=== fifo_sample_buffer_flat ===
Figure 1. Met3 routing (fifo_sample_buffer_flat).
Cells faint in the background.
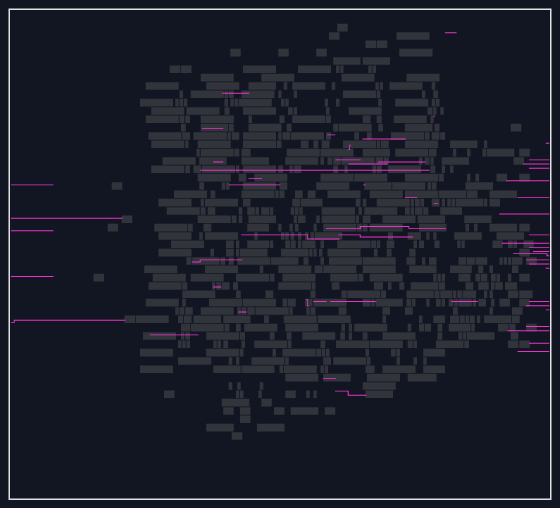

`src/rtl/fifo_sample_buffer_if.sv`:
```
// rtl/fifo_sample_buffer_if.sv - write/read/status bundle for fifo_sample_buffer; FIFO_WATERMARK_EN adds watermark flags
interface fifo_sample_buffer_if #(
    parameter int DATA_WIDTH = 16,
    parameter int DEPTH      = 8
);
    localparam int ADDR_W = $clog2(DEPTH);

    logic                  clr_i;
    logic                  wr_en_i;
    logic [DATA_WIDTH-1:0] data_i;
    logic                  rd_en_i;
    logic [DATA_WIDTH-1:0] data_o;
    logic                  rd_valid_o;
    logic                  full_o;
    logic                  empty_o;
    logic [ADDR_W:0]       count_o;
    logic                  ovf_o;
    logic                  udf_o;
`ifdef FIFO_WATERMARK_EN
    logic                  almost_full_o;
    logic                  almost_empty_o;

    modport master (
        output clr_i, wr_en_i, data_i, rd_en_i,
        input  data_o, rd_valid_o, full_o, empty_o, count_o, ovf_o, udf_o,
        input  almost_full_o, almost_empty_o
    );
    modport slave (
        input  clr_i, wr_en_i, data_i, rd_en_i,
        output data_o, rd_valid_o, full_o, empty_o, count_o, ovf_o, udf_o,
        output almost_full_o, almost_empty_o
    );
`else
    modport master (
        output clr_i, wr_en_i, data_i, rd_en_i,
        input  data_o, rd_valid_o, full_o, empty_o, count_o, ovf_o, udf_o
    );
    modport slave (
        input  clr_i, wr_en_i, data_i, rd_en_i,
        output data_o, rd_valid_o, full_o, empty_o, count_o, ovf_o, udf_o
    );
`endif
endinterface

```
`src/rtl/fifo_sample_buffer.sv`:
```
// rtl/fifo_sample_buffer.sv - synchronous sample FIFO with sticky over/underflow flags; FIFO_WATERMARK_EN adds almost_full/almost_empty
module fifo_sample_buffer #(
    parameter int DATA_WIDTH = 16,
    parameter int DEPTH      = 8
`ifdef FIFO_WATERMARK_EN
    ,
    parameter int AF_LEVEL   = DEPTH - 2,
    parameter int AE_LEVEL   = 2
`endif
) (
    input logic                 clk,
    input logic                 rst,
    fifo_sample_buffer_if.slave bus
);
    localparam int ADDR_W = $clog2(DEPTH);
    localparam logic [ADDR_W:0] FULL_CNT = (ADDR_W + 1)'(DEPTH);

    if ($bits(bus.data_i) != DATA_WIDTH) begin : g_width_check
        $error("fifo_sample_buffer: interface data width differs from DATA_WIDTH");
    end

    logic [DATA_WIDTH-1:0] mem [DEPTH];
    logic [ADDR_W-1:0]     wr_ptr;
    logic [ADDR_W-1:0]     rd_ptr;
    logic [ADDR_W:0]       count;
    logic [ADDR_W:0]       count_nxt;
    logic [DATA_WIDTH-1:0] data_q;
    logic                  rd_valid_q;
    logic                  ovf_q;
    logic                  udf_q;
    logic                  full;
    logic                  empty;
    logic                  wr_acc;
    logic                  rd_acc;

    assign full  = (count == FULL_CNT);
    assign empty = (count == '0);

    // Flush wins over both requests; a full FIFO still accepts a write when a read frees a slot.
    always_comb begin
        rd_acc    = !bus.clr_i && bus.rd_en_i && !empty;
        wr_acc    = rst && !bus.clr_i && bus.wr_en_i && (!full || rd_acc);
        count_nxt = count;
        if (bus.clr_i)
            count_nxt = '0;
        else if (wr_acc && !rd_acc)
            count_nxt = count + 1'b1;
        else if (rd_acc && !wr_acc)
            count_nxt = count - 1'b1;
    end

    always_ff @(posedge clk) begin
        if (wr_acc)
            mem[wr_ptr] <= bus.data_i;
    end

    always_ff @(posedge clk or negedge rst) begin
        if (!rst) begin
            wr_ptr     <= '0;
            rd_ptr     <= '0;
            count      <= '0;
            data_q     <= '0;
            rd_valid_q <= 1'b0;
            ovf_q      <= 1'b0;
            udf_q      <= 1'b0;
        end else begin
            count      <= count_nxt;
            rd_valid_q <= rd_acc;
            if (bus.clr_i) begin
                wr_ptr <= '0;
                rd_ptr <= '0;
                ovf_q  <= 1'b0;
                udf_q  <= 1'b0;
            end else begin
                if (wr_acc)
                    wr_ptr <= wr_ptr + 1'b1;
                if (rd_acc) begin
                    rd_ptr <= rd_ptr + 1'b1;
                    data_q <= mem[rd_ptr];
                end
                if (bus.wr_en_i && full && !rd_acc)
                    ovf_q <= 1'b1;
                if (bus.rd_en_i && empty)
                    udf_q <= 1'b1;
            end
        end
    end

    assign bus.data_o     = data_q;
    assign bus.rd_valid_o = rd_valid_q;
    assign bus.full_o     = full;
    assign bus.empty_o    = empty;
    assign bus.count_o    = count;
    assign bus.ovf_o      = ovf_q;
    assign bus.udf_o      = udf_q;

`ifdef FIFO_WATERMARK_EN
    localparam logic [ADDR_W:0] AF_CNT = (ADDR_W + 1)'(AF_LEVEL);
    localparam logic [ADDR_W:0] AE_CNT = (ADDR_W + 1)'(AE_LEVEL);

    logic almost_full_q;
    logic almost_empty_q;

    // Decoded from the next count so the flags change on the same edge as count_o.
    always_ff @(posedge clk or negedge rst) begin
        if (!rst) begin
            almost_full_q  <= 1'b0;
            almost_empty_q <= 1'b1;
        end else begin
            almost_full_q  <= (count_nxt >= AF_CNT);
            almost_empty_q <= (count_nxt <= AE_CNT);
        end
    end

    assign bus.almost_full_o  = almost_full_q;
    assign bus.almost_empty_o = almost_empty_q;
`endif
endmodule

```
`src/flat_wrapper.sv`:
```
// flat-port wrapper written by rule: the top's interface ports become plain ports
module fifo_sample_buffer_flat 
#(
    parameter int DATA_WIDTH = 16,
    parameter int DEPTH      = 8

)
  (clk, rst, bus_clr_i, bus_wr_en_i, bus_data_i, bus_rd_en_i, bus_data_o, bus_rd_valid_o, bus_full_o, bus_empty_o, bus_count_o, bus_ovf_o, bus_udf_o);
  fifo_sample_buffer_if #(.DATA_WIDTH(DATA_WIDTH), .DEPTH(DEPTH)) bus_i ();
  input logic clk;
  input logic rst;
  input wire logic [$bits(bus_i.clr_i)-1:0] bus_clr_i;
  input wire logic [$bits(bus_i.wr_en_i)-1:0] bus_wr_en_i;
  input wire logic [$bits(bus_i.data_i)-1:0] bus_data_i;
  input wire logic [$bits(bus_i.rd_en_i)-1:0] bus_rd_en_i;
  output wire logic [$bits(bus_i.data_o)-1:0] bus_data_o;
  output wire logic [$bits(bus_i.rd_valid_o)-1:0] bus_rd_valid_o;
  output wire logic [$bits(bus_i.full_o)-1:0] bus_full_o;
  output wire logic [$bits(bus_i.empty_o)-1:0] bus_empty_o;
  output wire logic [$bits(bus_i.count_o)-1:0] bus_count_o;
  output wire logic [$bits(bus_i.ovf_o)-1:0] bus_ovf_o;
  output wire logic [$bits(bus_i.udf_o)-1:0] bus_udf_o;
  assign bus_i.clr_i = bus_clr_i;
  assign bus_i.wr_en_i = bus_wr_en_i;
  assign bus_i.data_i = bus_data_i;
  assign bus_i.rd_en_i = bus_rd_en_i;
  assign bus_data_o = bus_i.data_o;
  assign bus_rd_valid_o = bus_i.rd_valid_o;
  assign bus_full_o = bus_i.full_o;
  assign bus_empty_o = bus_i.empty_o;
  assign bus_count_o = bus_i.count_o;
  assign bus_ovf_o = bus_i.ovf_o;
  assign bus_udf_o = bus_i.udf_o;
  fifo_sample_buffer #(.DATA_WIDTH(DATA_WIDTH), .DEPTH(DEPTH)) u_core (.clk(clk), .rst(rst), .bus(bus_i));
endmodule
```
`config.mk`:
```
export PLATFORM = sky130hd
export DESIGN_NAME = fifo_sample_buffer_flat
export DESIGN_NICKNAME = d
export VERILOG_FILES = /design/src/rtl/fifo_sample_buffer_if.sv /design/src/rtl/fifo_sample_buffer.sv /design/src/flat_wrapper.sv
export SDC_FILE = /design/constraint.sdc
export NUM_CORES = 1
export LEC_CHECK = 0
export ABC_AREA = 1
export CORE_ASPECT_RATIO = 0.9
export CORE_MARGIN = 4
export CORE_UTILIZATION = 25
export DETAILED_ROUTE_END_ITERATION = 12
export HOLD_SLACK_MARGIN = 0.1
export SYNTH_ARGS = -nofsm -noshare
export SYNTH_HDL_FRONTEND = slang
export SYNTH_SLANG_ARGS = --single-unit
```
`constraint.sdc`:
```
create_clock -name clk -period 2.3 [get_ports clk]
set_input_delay 0.23 -clock clk [delete_from_list [all_inputs] [get_ports clk]]
set_output_delay 0.23 -clock clk [all_outputs]
set_load 0.03 [all_outputs]
```
=== key_debouncer ===
--- config.mk ---
export PLATFORM = sky130hd
export DESIGN_NAME = key_debouncer
export DESIGN_NICKNAME = d
export VERILOG_FILES = /design/src/rtl/key_debouncer.sv
export SDC_FILE = /design/constraint.sdc
export NUM_CORES = 1
export LEC_CHECK = 0
export CAP_MARGIN = 10
export CORE_ASPECT_RATIO = 2
export CORE_MARGIN = 5
export CORE_UTILIZATION = 45
export DETAILED_ROUTE_END_ITERATION = 10
export GPL_ROUTABILITY_DRIVEN = 1
export PLACE_DENSITY_LB_ADDON = 0.15
export SYNTH_ARGS = -nofsm -noshare
export SYNTH_HDL_FRONTEND = slang
export SYNTH_SLANG_ARGS = --single-unit
export TNS_END_PERCENT = 1
--- constraint.sdc ---
create_clock -name clk -period 2.8 [get_ports clk]
set_input_delay 0.28 -clock clk [delete_from_list [all_inputs] [get_ports clk]]
set_output_delay 0.28 -clock clk [all_outputs]
set_load 0.005 [all_outputs]
--- src/rtl/key_debouncer.sv ---
`default_nettype none
// ============================================================================
//  Module   : key_debouncer
//  Purpose  : Per-channel push-button conditioning. Each channel has a
//             2-FF synchronizer, a consecutive-sample debounce counter,
//             registered press/release strobes and a typematic step strobe
//             (one step on press, then auto-repeat while held).
//  Revision : 1.0 - initial release
// ============================================================================
module key_debouncer #(
  parameter int NUM_KEYS        = 4,
  parameter int ACTIVE_LOW      = 1,
  parameter int DEBOUNCE_CYCLES = 1000000,
  parameter int REPEAT_DELAY    = 12500000,
  parameter int REPEAT_PERIOD   = 2500000
) (
  input  logic                clk,
  input  logic                reset,
  input  logic [NUM_KEYS-1:0] keys_raw,
  output logic [NUM_KEYS-1:0] keys_level,
  output logic [NUM_KEYS-1:0] keys_press,
  output logic [NUM_KEYS-1:0] keys_release,
  output logic [NUM_KEYS-1:0] keys_step
);

  // Debounce counter only has to reach N-1.
  localparam int c_CNT_W   = $clog2(DEBOUNCE_CYCLES);
  // Repeat counter is shared between the delay and period phases.
  localparam int c_RPT_MAX = (REPEAT_DELAY > REPEAT_PERIOD) ? REPEAT_DELAY : REPEAT_PERIOD;
  localparam int c_RPT_W   = $clog2(c_RPT_MAX);

  localparam logic [c_CNT_W-1:0] c_CNT_LAST   = c_CNT_W'(DEBOUNCE_CYCLES - 1);
  localparam logic [c_RPT_W-1:0] c_DELAY_LAST = c_RPT_W'(REPEAT_DELAY - 1);
  localparam logic [c_RPT_W-1:0] c_PER_LAST   = c_RPT_W'(REPEAT_PERIOD - 1);

  // Polarity fold: after this, 1 always means "pressed".
  localparam logic [NUM_KEYS-1:0] c_POL_MASK = (ACTIVE_LOW != 0) ? {NUM_KEYS{1'b1}} : {NUM_KEYS{1'b0}};

  typedef enum logic [1:0] {
    ST_IDLE   = 2'd0,
    ST_DELAY  = 2'd1,
    ST_REPEAT = 2'd2
  } rpt_state_t;

  logic [NUM_KEYS-1:0] w_norm;
  assign w_norm = keys_raw ^ c_POL_MASK;

  generate
    for (genvar k = 0; k < NUM_KEYS; k++) begin : g_key
      logic               r_sync1;
      logic               r_sync2;
      logic [c_CNT_W-1:0] r_cnt;
      logic               r_level;
      logic               r_press;
      logic               r_release;
      logic [c_RPT_W-1:0] r_rcnt;
      rpt_state_t         r_state;
      logic               r_step;

      logic w_accept;
      logic w_rise;
      logic w_fall;

      // A new state is accepted on the N-th consecutive disagreeing sample.
      assign w_accept = (r_sync2 != r_level) && (r_cnt == c_CNT_LAST);
      assign w_rise   = w_accept &  r_sync2;
      assign w_fall   = w_accept & ~r_sync2;

      // Two-stage synchronizer; resets to "not pressed" so a key held
      // through reset is seen as a fresh press afterwards.
      always_ff @(posedge clk) begin
        if (reset) begin
          r_sync1 <= 1'b0;
          r_sync2 <= 1'b0;
        end else begin
          r_sync1 <= w_norm[k];
          r_sync2 <= r_sync1;
        end
      end

      // Consecutive-sample debounce; any agreeing sample restarts the count.
      always_ff @(posedge clk) begin
        if (reset) begin
          r_cnt     <= '0;
          r_level   <= 1'b0;
          r_press   <= 1'b0;
          r_release <= 1'b0;
        end else begin
          r_press   <= w_rise;
          r_release <= w_fall;
          if (r_sync2 == r_level) begin
            r_cnt <= '0;
          end else if (r_cnt == c_CNT_LAST) begin
            r_level <= r_sync2;
            r_cnt   <= '0;
          end else begin
            r_cnt <= r_cnt + 1'b1;
          end
        end
      end

      // Typematic repeat: step on press, after DELAY, then every PERIOD.
      // A falling level wins over a coincident terminal count.
      always_ff @(posedge clk) begin
        if (reset) begin
          r_state <= ST_IDLE;
          r_rcnt  <= '0;
          r_step  <= 1'b0;
        end else begin
          r_step <= 1'b0;
          if (w_fall) begin
            r_state <= ST_IDLE;
            r_rcnt  <= '0;
          end else begin
            case (r_state)
              ST_IDLE: begin
                if (w_rise) begin
                  r_step  <= 1'b1;
                  r_rcnt  <= '0;
                  r_state <= ST_DELAY;
                end
              end
              ST_DELAY: begin
                if (r_rcnt == c_DELAY_LAST) begin
                  r_step  <= 1'b1;
                  r_rcnt  <= '0;
                  r_state <= ST_REPEAT;
                end else begin
                  r_rcnt <= r_rcnt + 1'b1;
                end
              end
              ST_REPEAT: begin
                if (r_rcnt == c_PER_LAST) begin
                  r_step <= 1'b1;
                  r_rcnt <= '0;
                end else begin
                  r_rcnt <= r_rcnt + 1'b1;
                end
              end
              default: begin
                r_state <= ST_IDLE;
                r_rcnt  <= '0;
              end
            endcase
          end
        end
      end

      assign keys_level[k]   = r_level;
      assign keys_press[k]   = r_press;
      assign keys_release[k] = r_release;
      assign keys_step[k]    = r_step;
    end
  endgenerate

endmodule
`default_nettype wire

=== bconv_layer_streamer_flat ===
**config.mk**
```make
export PLATFORM = sky130hd
export DESIGN_NAME = bconv_layer_streamer_flat
export DESIGN_NICKNAME = d
export VERILOG_FILES = /design/src/rtl/bconv_layer_streamer_if.sv /design/src/rtl/bconv_layer_streamer.sv /design/src/flat_wrapper.sv
export SDC_FILE = /design/constraint.sdc
export NUM_CORES = 2
export LEC_CHECK = 0
export CORE_MARGIN = 2
export CORE_UTILIZATION = 36
export DETAILED_ROUTE_END_ITERATION = 7
export PLACE_DENSITY = 0.66
export SYNTH_ARGS = -nofsm -noshare
export SYNTH_HDL_FRONTEND = slang
export SYNTH_SLANG_ARGS = --single-unit
```
**constraint.sdc**
```tcl
create_clock -name clk -period 5.1 [get_ports clk]
set_input_delay 1.53 -clock clk [delete_from_list [all_inputs] [get_ports clk]]
set_output_delay 1.53 -clock clk [all_outputs]
set_load 0.02 [all_outputs]
```
**src/rtl/bconv_layer_streamer_if.sv**
```systemverilog
// Byte-stream interface between the layer streamer and its consumer.
// Handshake: the producer holds data_o/last_o stable while valid_o=1 and
// ready_i=0; a byte moves on any rising edge where valid_o=1 and ready_i=1.
interface bconv_layer_streamer_if #(
   parameter int BYTE_W = 8
) ();
   logic [BYTE_W-1:0] data_o;
   logic              valid_o;
   logic              ready_i;
   logic              last_o;

   modport master (output data_o, output valid_o, output last_o, input ready_i);
   modport slave  (input data_o, input valid_o, input last_o, output ready_i);
endinterface

```
**src/rtl/bconv_layer_streamer.sv**
```systemverilog
// Captures a DIM x DIM binary feature map on start_i and streams it out
// byte by byte (row-major bit order, LSB first) over a valid/ready bus.
module bconv_layer_streamer #(
   parameter int DIM    = 26,
   parameter int BYTE_W = 8
) (
   input  logic                      clk,
   input  logic                      rst_n,
   input  logic                      start_i,
   input  logic [DIM-1:0][DIM-1:0]   layer_i,
   bconv_layer_streamer_if.master    m_if,
   output logic                      busy_o,
   output logic                      done_o,
   output logic [1:0]                dbg_state_o
);
   localparam int NBITS  = DIM * DIM;
   localparam int NBYTES = (NBITS + BYTE_W - 1) / BYTE_W;
   localparam int CNT_W  = $clog2(NBYTES);
   localparam int PAD_W  = NBYTES * BYTE_W;
   localparam int IDX_W  = $clog2(PAD_W);

   typedef enum logic [1:0] {
      ST_IDLE = 2'd0,
      ST_SEND = 2'd1,
      ST_DONE = 2'd2
   } state_t;

   state_t            r_state;
   state_t            w_next;
   logic [NBITS-1:0]  r_snap;
   logic [CNT_W-1:0]  r_cnt;
   logic [PAD_W-1:0]  w_pad;
   logic [IDX_W-1:0]  w_base;
   logic              w_valid;
   logic              w_last_cnt;
   logic              w_xfer;
   logic              w_capture;

   assign w_last_cnt = (r_cnt == CNT_W'(NBYTES - 1));
   assign w_xfer     = w_valid & m_if.ready_i;
   assign w_capture  = (r_state == ST_IDLE) & start_i;
   assign w_base     = IDX_W'(r_cnt) * IDX_W'(BYTE_W);

   // Zero-extend the snapshot so the tail byte reads 0 beyond NBITS.
   always_comb begin
      w_pad              = '0;
      w_pad[NBITS-1:0]   = r_snap;
   end

   // State register.
   always_ff @(posedge clk or negedge rst_n) begin
      if (!rst_n) r_state <= ST_IDLE;
      else        r_state <= w_next;
   end

   // Next-state and valid decode; start_i only matters in IDLE.
   always_comb begin
      w_next  = r_state;
      w_valid = 1'b0;
      case (r_state)
         ST_IDLE: if (start_i) w_next = ST_SEND;
         ST_SEND: begin
            w_valid = 1'b1;
            if (m_if.ready_i && w_last_cnt) w_next = ST_DONE;
         end
         ST_DONE: w_next = ST_IDLE;
         default: w_next = ST_IDLE;
      endcase
   end

   // Snapshot on capture; byte counter advances per transfer and parks at the
   // final index so it never exceeds NBYTES-1.
   always_ff @(posedge clk or negedge rst_n) begin
      if (!rst_n) begin
         r_snap <= '0;
         r_cnt  <= '0;
      end else if (w_capture) begin
         r_snap <= layer_i;
         r_cnt  <= '0;
      end else if (w_xfer && !w_last_cnt) begin
         r_cnt  <= r_cnt + 1'b1;
      end
   end

   assign m_if.valid_o = w_valid;
   assign m_if.data_o  = w_valid ? w_pad[w_base +: BYTE_W] : '0;
   assign m_if.last_o  = w_valid & w_last_cnt;
   assign busy_o       = (r_state != ST_IDLE);
   assign done_o       = (r_state == ST_DONE);
   assign dbg_state_o  = r_state;
endmodule

```
**src/flat_wrapper.sv**
```systemverilog
// flat-port wrapper written by rule: the top's interface ports become plain ports
module bconv_layer_streamer_flat 
#(
   parameter int DIM    = 26,
   parameter int BYTE_W = 8
)
  (clk, rst_n, start_i, layer_i, busy_o, done_o, dbg_state_o, m_if_data_o, m_if_valid_o, m_if_last_o, m_if_ready_i);
  bconv_layer_streamer_if #(.BYTE_W(BYTE_W)) m_if_i ();
  input  logic clk;
  input  logic rst_n;
  input  logic start_i;
  input  logic [DIM-1:0][DIM-1:0] layer_i;
  output logic busy_o;
  output logic done_o;
  output logic [1:0] dbg_state_o;
  output wire logic [$bits(m_if_i.data_o)-1:0] m_if_data_o;
  output wire logic [$bits(m_if_i.valid_o)-1:0] m_if_valid_o;
  output wire logic [$bits(m_if_i.last_o)-1:0] m_if_last_o;
  input wire logic [$bits(m_if_i.ready_i)-1:0] m_if_ready_i;
  assign m_if_data_o = m_if_i.data_o;
  assign m_if_valid_o = m_if_i.valid_o;
  assign m_if_last_o = m_if_i.last_o;
  assign m_if_i.ready_i = m_if_ready_i;
  bconv_layer_streamer #(.DIM(DIM), .BYTE_W(BYTE_W)) u_core (.clk(clk), .rst_n(rst_n), .start_i(start_i), .layer_i(layer_i), .m_if(m_if_i), .busy_o(busy_o), .done_o(done_o), .dbg_state_o(dbg_state_o));
endmodule
```
=== icache_fill_ctrl ===
File: config.mk
export PLATFORM = sky130hd
export DESIGN_NAME = icache_fill_ctrl
export DESIGN_NICKNAME = d
export VERILOG_FILES = /design/src/rtl/icache_fill_ctrl.sv
export SDC_FILE = /design/constraint.sdc
export NUM_CORES = 1
export LEC_CHECK = 0
export CAP_MARGIN = 25
export CORE_MARGIN = 5
export CORE_UTILIZATION = 55
export CTS_CLUSTER_DIAMETER = 80
export DETAILED_ROUTE_END_ITERATION = 6
export PLACE_DENSITY = 0.69
export SLEW_MARGIN = 20
export SYNTH_ARGS = -nofsm -noshare
export SYNTH_HDL_FRONTEND = slang
export SYNTH_SLANG_ARGS = --single-unit
File: constraint.sdc
create_clock -name clk -period 4.28 [get_ports clk]
set_input_delay 0.642 -clock clk [delete_from_list [all_inputs] [get_ports clk]]
set_output_delay 0.642 -clock clk [all_outputs]
set_load 0.005 [all_outputs]
File: src/rtl/icache_fill_ctrl.sv
// icache_fill_ctrl: direct-mapped instruction cache with a 4-word line refill FSM.
// Optional ICACHE_EARLY_RESTART_EN forwards the critical refill word straight to the fetch port.
module icache_fill_ctrl #(
    parameter int INDEX_W = 3
) (
    input  logic        clk,
    input  logic        rst_n,
    input  logic [15:0] pc,
    input  logic        fetch_en,
    input  logic        inval,
    output logic [15:0] instr,
    output logic        i_hit,
    output logic        mem_req,
    output logic [15:0] mem_addr,
    input  logic        mem_ack,
    input  logic        mem_valid,
    input  logic [15:0] mem_data
);
    localparam int TAG_W = 14 - INDEX_W;
    localparam int LINES = 1 << INDEX_W;

    typedef enum logic [1:0] {IDLE, REQ, FILL} state_t;

    state_t               r_state, w_next;
    logic [LINES-1:0]     r_valid;
    logic [TAG_W-1:0]     r_tag  [LINES];
    logic [15:0]          r_data [LINES][4];
    logic [TAG_W-1:0]     r_miss_tag;
    logic [INDEX_W-1:0]   r_miss_idx;
    logic [1:0]           r_cnt;
    logic                 r_discard;

    logic [TAG_W-1:0]     w_tag;
    logic [INDEX_W-1:0]   w_idx;
    logic [1:0]           w_off;
    logic                 w_match, w_lookup_hit, w_start, w_word_in, w_last, w_fwd;

    assign w_tag        = pc[15:INDEX_W+2];
    assign w_idx        = pc[INDEX_W+1:2];
    assign w_off        = pc[1:0];
    assign w_match      = r_valid[w_idx] & (r_tag[w_idx] == w_tag);
    assign w_lookup_hit = fetch_en & ~inval & (r_state == IDLE) & w_match;
    assign w_start      = fetch_en & ~inval & (r_state == IDLE) & ~w_match;
    assign w_word_in    = (r_state == FILL) & mem_valid;
    assign w_last       = w_word_in & (r_cnt == 2'd3);
`ifdef ICACHE_EARLY_RESTART_EN
    assign w_fwd        = fetch_en & ~inval & w_word_in & (pc == {r_miss_tag, r_miss_idx, r_cnt});
`else
    assign w_fwd        = 1'b0;
`endif

    always_comb begin
        w_next   = r_state;
        if (r_state == IDLE && w_start)
            w_next = REQ;
        else if (r_state == REQ && mem_ack)
            w_next = FILL;
        else if (w_last)
            w_next = IDLE;
        mem_req  = (r_state == REQ);
        mem_addr = {r_miss_tag, r_miss_idx, 2'b00};
        i_hit    = w_lookup_hit | w_fwd;
        instr    = w_lookup_hit ? r_data[w_idx][w_off] : w_fwd ? mem_data : 16'h0000;
    end

    always_ff @(posedge clk or negedge rst_n) begin
        if (!rst_n) begin
            r_state    <= IDLE;
            r_valid    <= '0;
            r_discard  <= 1'b0;
            r_cnt      <= 2'd0;
            r_miss_tag <= '0;
            r_miss_idx <= '0;
        end else begin
            r_state   <= w_next;
            // An invalidate seen mid-refill must leave the refilled line invalid.
            r_discard <= (r_state != IDLE) & (w_next != IDLE) & (r_discard | inval);
            if (inval)
                r_valid <= '0;
            else if (w_last)
                r_valid[r_miss_idx] <= ~r_discard;
            if (r_state == REQ && mem_ack)
                r_cnt <= 2'd0;
            else if (w_word_in)
                r_cnt <= r_cnt + 2'd1;
            if (w_start) begin
                r_miss_tag <= w_tag;
                r_miss_idx <= w_idx;
            end
        end
    end

    always_ff @(posedge clk) begin
        if (w_word_in)
            r_data[r_miss_idx][r_cnt] <= mem_data;
        if (w_last && !r_discard)
            r_tag[r_miss_idx] <= r_miss_tag;
    end
endmodule

Figure 2. Cell sizes after repair (fifo_sample_buffer_flat).
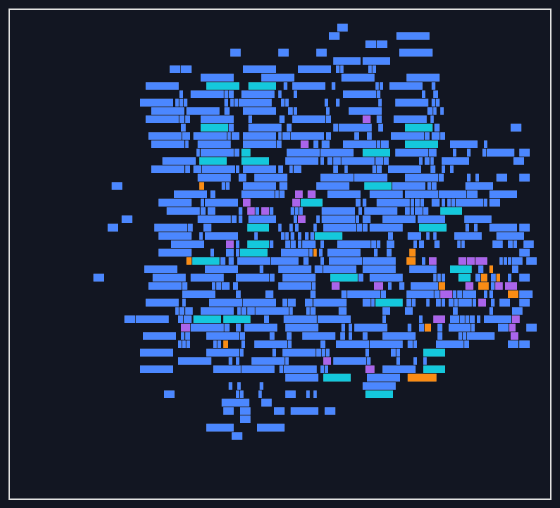
_2 cells -> orange  # cells 14
_6 and larger -> cyan  # cells 28
_0 and _1 cells -> blue  # cells 521
_3 and _4 cells -> purple  # cells 28
Area Growth Syn to Fin: 24.2%
Final Instance Area: 7910 um^2
slack of the critical path: 0.179 ns
Signal buffers: 67

Notes on Figure 1 above:
longest straight run = 74.5 um
main direction = horizontal
wire length on this layer = 642 um
vias: 4,061
met3 usage: 0.0264
Post-Route WL: 14,500 um

==> out/metrics.cfg, fifo_sample_buffer_flat <==
[worst_setup_path]
worst-path-stages=5
critPathArrivalTime_ns=1.89
r2r-start=u_core.bus.count_o[0]

[logic_synthesis]
yosysUniqueCellTypes=28
ys_warn_count=0
yosys.stat.seqShare=0.717

[finish]
inverters=16
layout_top_cells=edfxtp_1, nor2_1, o21ai_0
nFillCells=2502
seq_share=0.578
seqCellArea_um2=4570
nMultiInputCombCells=319
buf_share=0.0876
dominant_cells=flip-flops and latches

[clocking]
cts.htree.levels=4
clkTransAtPathRegs_ns=0.06
cts.repair.resized=0
root_buffer=clkbuf_16

[grt]
track_usage=0.106
met2_usage=0.157
grt_max_degree=67
overflow=0

[timing]
maxSlewViolCount=0
fin_setup_tns_ns=0
setup_violations=0
min_period_ns=2.12

[route]
wl_met1_um=6990
top_layer=met4

[status]
status=completed

## fifo_sample_buffer_flat: metrics by stage
stage	power [W]	utilization	worst slack [ns]
after floorplan	0.00489	-	0.167
after global placement	0.00573	0.292	0.169
after detailed placement	0.00576	0.292	0.142
after CTS	0.00845	0.315	0.0915
after global routing	0.00881	0.315	0.0439
final	0.00835	0.315	0.179
## fifo_sample_buffer_flat: cells in the mapped netlist (2+ instances only)
cell type / number
o211ai_1: 32
nand3_2: 2
nand2_1: 58
edfxtp_1: 128
nand2_2: 4
o21ai_0: 67
ha_1: 4
buf_2: 13
a21oi_1: 3
o21ai_1: 2
inv_2: 3
nand2_4: 4
clkbuf_1: 10
dfrtp_1: 29
nand3_1: 27
buf_4: 3
nor2_1: 111
inv_1: 10
## fifo_sample_buffer_flat: kinds of logic (layout without fill, tap and decap cells)
family,after synthesis,count (layout),share of synthesized area
buf+inv,44,115,0.0356
flops,157,157,0.717
compound gates,106,106,0.0966
simple gates,207,207,0.138
fa+ha+maj,5,5,0.0110
xor+xnor,1,1,0.00138
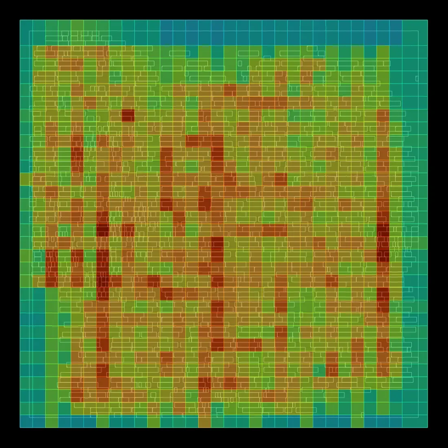
Figure 3: icache_fill_ctrl, track usage over the die.
wire per inst: 28.2 um
overall routing resource usage: 0.220
Final Util: 0.637
GR met2 Demand/Resource: 0.372

Figure 4. Clock network drawn from the DEF (icache_fill_ctrl).
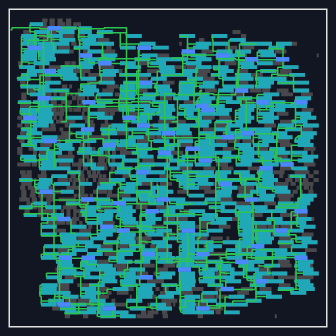
clock wires -> green  # length 6,660 um
flip-flops -> cyan  # count 627
clock drivers -> blue  # count 60
flops lie = spread over the die
routed clock nets = 61
Clock Power: 0.00506 W
Clock Skew: 0.0118 ns
clock latency (worst-skew pair): 0.62 ns
Clock power frac: 0.369

==> out/metrics.cfg, icache_fill_ctrl <==
[flow_run]
warnings=29

[logic_synthesis]
yosysMostFrequentCell=edfxtp_1
ys_cells=1079
flop_cell=edfxtp_1
avgSynthCellArea_um2=22.6

[route]
ant_nets=0
drt-total-wl_um=52400

[timing]
hold_viol_final=0
worst_slew_pin_slew_ns=1.03

[finish]
comb_share=0.197
mostFrequentLayoutCell=edfxtp_1
drive_above_1_share=0.313

[grt]
grt_pass1_wl_um=77600

[status]
status=completed

[worst_setup_path]
cp_data_required_time_ns=3.64
worst_setup_path_end_kind=primary output

[clocking]
cts_tree=yes

-- icache_fill_ctrl: cells by family after synthesis --
family / Yosys count / synth area share
AOI/OAI and AO/OA: 36 / 0.00891
muxes: 229 / 0.187
adders and majority gates: 4 / 0.00205
DFF: 627 / 0.765
buffers and inverters: 68 / 0.0133
and+or+nand+nor: 107 / 0.0207
xor gates and xnor gates: 7 / 0.00251
other: 1 / 0.000153
-- icache_fill_ctrl: power by group through the flow --
stage	sequential [W]	clock (W)	combinational [W]
final	0.00738	0.00506	0.00125
after detailed placement	0.00751	0	0.00126
after global routing	0.00741	0.00541	0.00134
after floorplan	0.00739	0	0.000719
after global placement	0.00749	0	0.00124
after CTS	0.00738	0.00515	0.00126
-- icache_fill_ctrl: sequential cells by signal, summed over array words and instances, names as in the netlist --
signal and flops:
r_cnt 2, r_data 512, r_miss_tag 11, r_valid 8
r_tag 88, r_state 2, r_discard 1, r_miss_idx 3
-- icache_fill_ctrl: per-stage QoR --
stage                     power [W]  instances  setup slack, ns
after floorplan             0.00811       1080            0.869
after global placement      0.00873       1741            0.286
after detailed placement    0.00877       1741            0.289
after CTS                    0.0138       1850            0.229
after global routing         0.0142       1856           0.0921
final                        0.0137       1857            0.284
Figure 5. Cell sizes after repair (bconv_layer_streamer_flat).
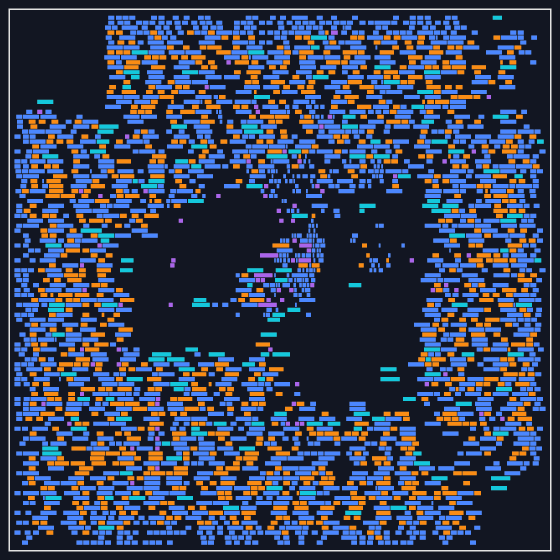
_6 and larger -> cyan  # cells 145
_2 cells -> orange  # cells 871
_3 and _4 cells -> purple  # cells 81
_0 and _1 cells -> blue  # cells 1,622
Signal buffers: 798
slack of the critical path: 0.149 ns

Figure 6. Clock network drawn from the DEF (bconv_layer_streamer_flat).
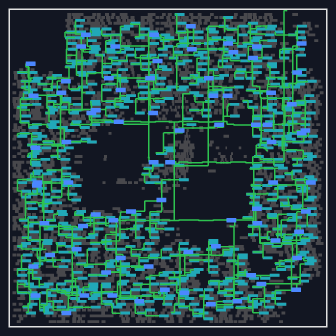
flip-flops -> cyan  # count 685
clock drivers -> blue  # count 78
clock wires -> green  # length 9,120 um
flops lie = spread over the die
Clock Power: 0.00569 W
Clock power frac: 0.242
Clock Skew: 0.0316 ns
clock latency (worst-skew pair): 0.64 ns

==> out/metrics.cfg, bconv_layer_streamer_flat <==
[floorplanning]
die_w_um=297
rows=107
taps=1144
dieArea_um2=88000

[grt]
overflow=0
grt_pass1_vias=22300

[status]
status=completed

[timing]
setup_violations=0

[finish]
diodes=28
design_area_um2=42600
drive_above_1_share=0.403

[worst_setup_path]
reg2reg_to=u_core.r_snap[65]

[route]
drt-total-wl_um=104000

[clocking]
clock_path_buffers=3
ctsHoldBuffers=0

[logic_synthesis]
avgSynthCellArea_um2=16.1
yosys.stat.seqShare=0.556
ys_ff=685

[placement]
gp_congestion=0.888

-- bconv_layer_streamer_flat: layout by cell type, fill, tap and decap left out, types with 6 or more instances in the layout --
cell and n:
o21ai_0 10, dfrtp_1 681, diode_2 28, a21oi_1 18
clkinv_2 13, a31oi_1 6, buf_12 28, mux2_2 678
nand2_1 28, buf_4 72, bufinv_16 6, nor2_1 14
mux4_2 160, mux2i_1 54, inv_1 7, clkbuf_16 79
a22oi_1 26, clkbuf_8 14, nand3_1 12, clkdlybuf4s50_1 684
clkbuf_1 16, a221oi_1 6
-- bconv_layer_streamer_flat: report_power, final --
part | switching (W) | internal (W) | leakage [nW]
registers | 0.00128 | 0.00755 | 8.05
logic | 0.00404 | 0.00499 | 7.52
clock network | 0.00232 | 0.00338 | 1.28
-- bconv_layer_streamer_flat: through the flow --
stage	utilization	hold WS [ns]	total power [W]	instances	setup TNS, ns
after CTS	0.497	0.504	0.0236	3844	-0.0386
after detailed placement	0.465	0.491	0.0176	3700	0
after global placement	0.465	0.483	0.0174	3700	0
final	0.501	0.502	0.0236	3891	0
after floorplan	-	0.475	0.0138	1914	0
after global routing	0.501	0.517	0.0247	3885	-0.0465
Figure 7. Logic cells by family (key_debouncer).
Bar = 20 um.
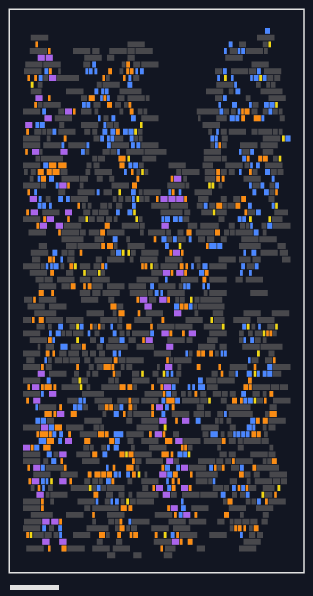
nor cells -> orange  # cells 254, where spread over the die
xor and xnor cells -> purple  # cells 65
nand cells -> blue  # cells 267, where spread over the die
inv cells -> yellow  # cells 56, where spread over the die
combinational share of cell area: 0.500
fin cells: 1,608

==> out/metrics.cfg, key_debouncer <==
[route]
wl_per_cell_um=16.1
ant_nets=0

[finish]
syn2layout_area_growth_pct=12.4
final_nets=1345
dominant_cells=combinational gates

[grt]
grt_pass1_wl_um=43600
grt_max_degree=25

[power_and_ir_drop]
leakage_nw=4.01
p_sw_w=0.00129

[worst_setup_path]
reg2reg_to=g_key[1].r_rcnt[20]
worst-path-stages=8
cp_max_fo=11

[status]
status=completed

[worst_hold_path]
hold_depth=2

[timing]
min_period_ns=2.62

[clocking]
cts.repair.resized=0

[logic_synthesis]
adder_share=0.0329

[floorplanning]
taps=283

==> key_debouncer: flip-flops by register name (all words and copies together), names as in the netlist <==
name and count:
g_key.r_sync1 4, g_key.r_rcnt 96, g_key.r_sync2 4, g_key.r_state 8, g_key.r_press 4, g_key.r_level 4
g_key.r_step 4, g_key.r_release 4, g_key.r_cnt 80
==> key_debouncer: per-layer routing <==
layer,wire [um],GRT usage,up-vias
li1,-,-,4742
met1,9460,0.187,4460
met2,14500,0.387,173
met3,826,0.0251,83
met4,1050,0.0917,0
met5,0,0,-
==> key_debouncer: through the flow <==
step | power (W) | util | setup slack (ns) | std cells | area, um^2
after floorplan | 0.00310 | - | 0.439 | 1283 | 10600
after global placement | 0.00314 | 0.481 | 0.221 | 1570 | 11200
after detailed placement | 0.00314 | 0.481 | 0.190 | 1570 | 11200
after CTS | 0.00612 | 0.512 | 0.188 | 1608 | 11900
after global routing | 0.00625 | 0.512 | 0.00780 | 1608 | 12000
final | 0.00602 | 0.512 | 0.179 | 1608 | 12000


==> layout pictures side by side <==
Met3 routing.
Cells faint in the background.
picture 1
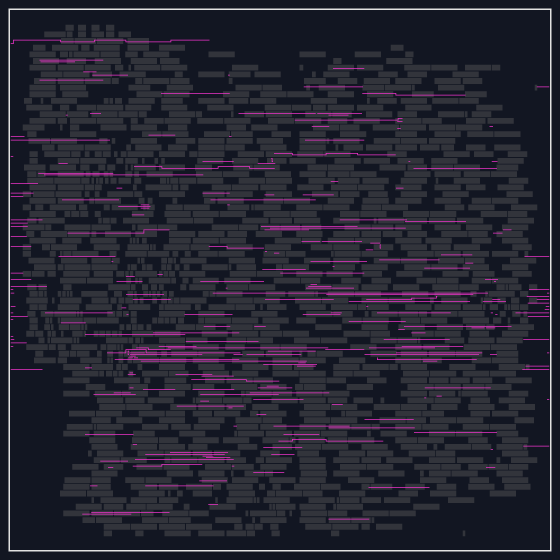
picture 2
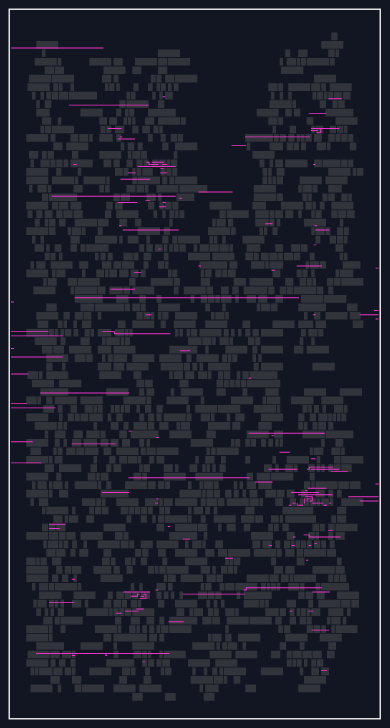
picture 3
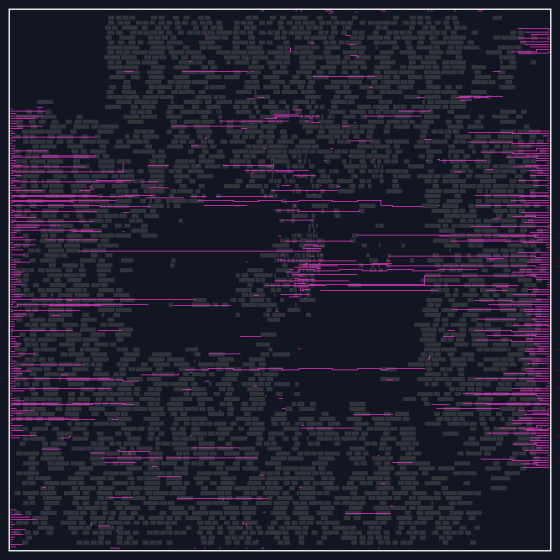
- picture 3 = bconv_layer_streamer_flat
- picture 2 = key_debouncer
- picture 1 = icache_fill_ctrl

Key to picture 3:
main direction = horizontal
nets with wire on the layer = 424
longest straight run = 132 um
wire length on this layer = 7,080 um
share of all routed wire = 6.8%


## Gallery

Logic cells by family.
(a)
Bar = 50 um.
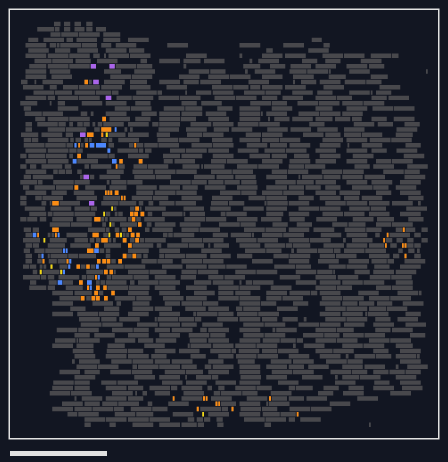
(b)
Bar = 50 um.
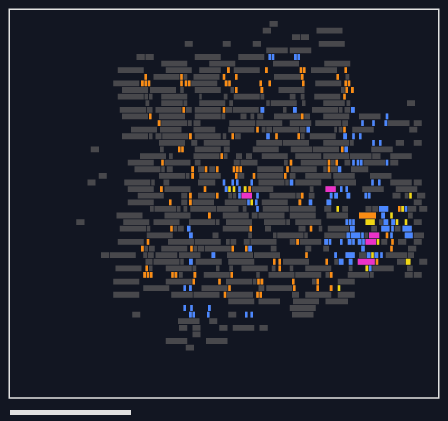
(c)
Bar = 100 um.
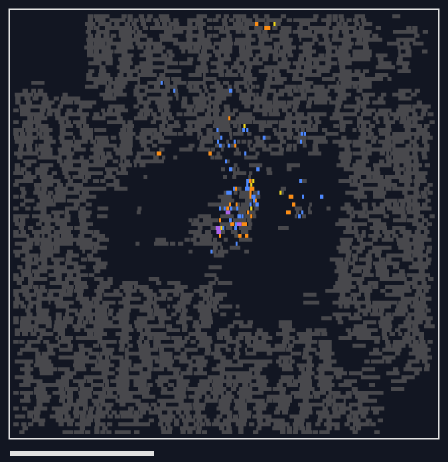
icache_fill_ctrl is (a).
bconv_layer_streamer_flat is (c).
fifo_sample_buffer_flat is (b).
- smallest die: (b)
- fewest cells: (b)

Key to (c):
inv cells -> yellow  # cells 7
xor and xnor cells -> purple  # cells 4, where center
nor cells -> orange  # cells 28, where center
nand cells -> blue  # cells 48, where center

Power is estimated from default activity; no workload was simulated.
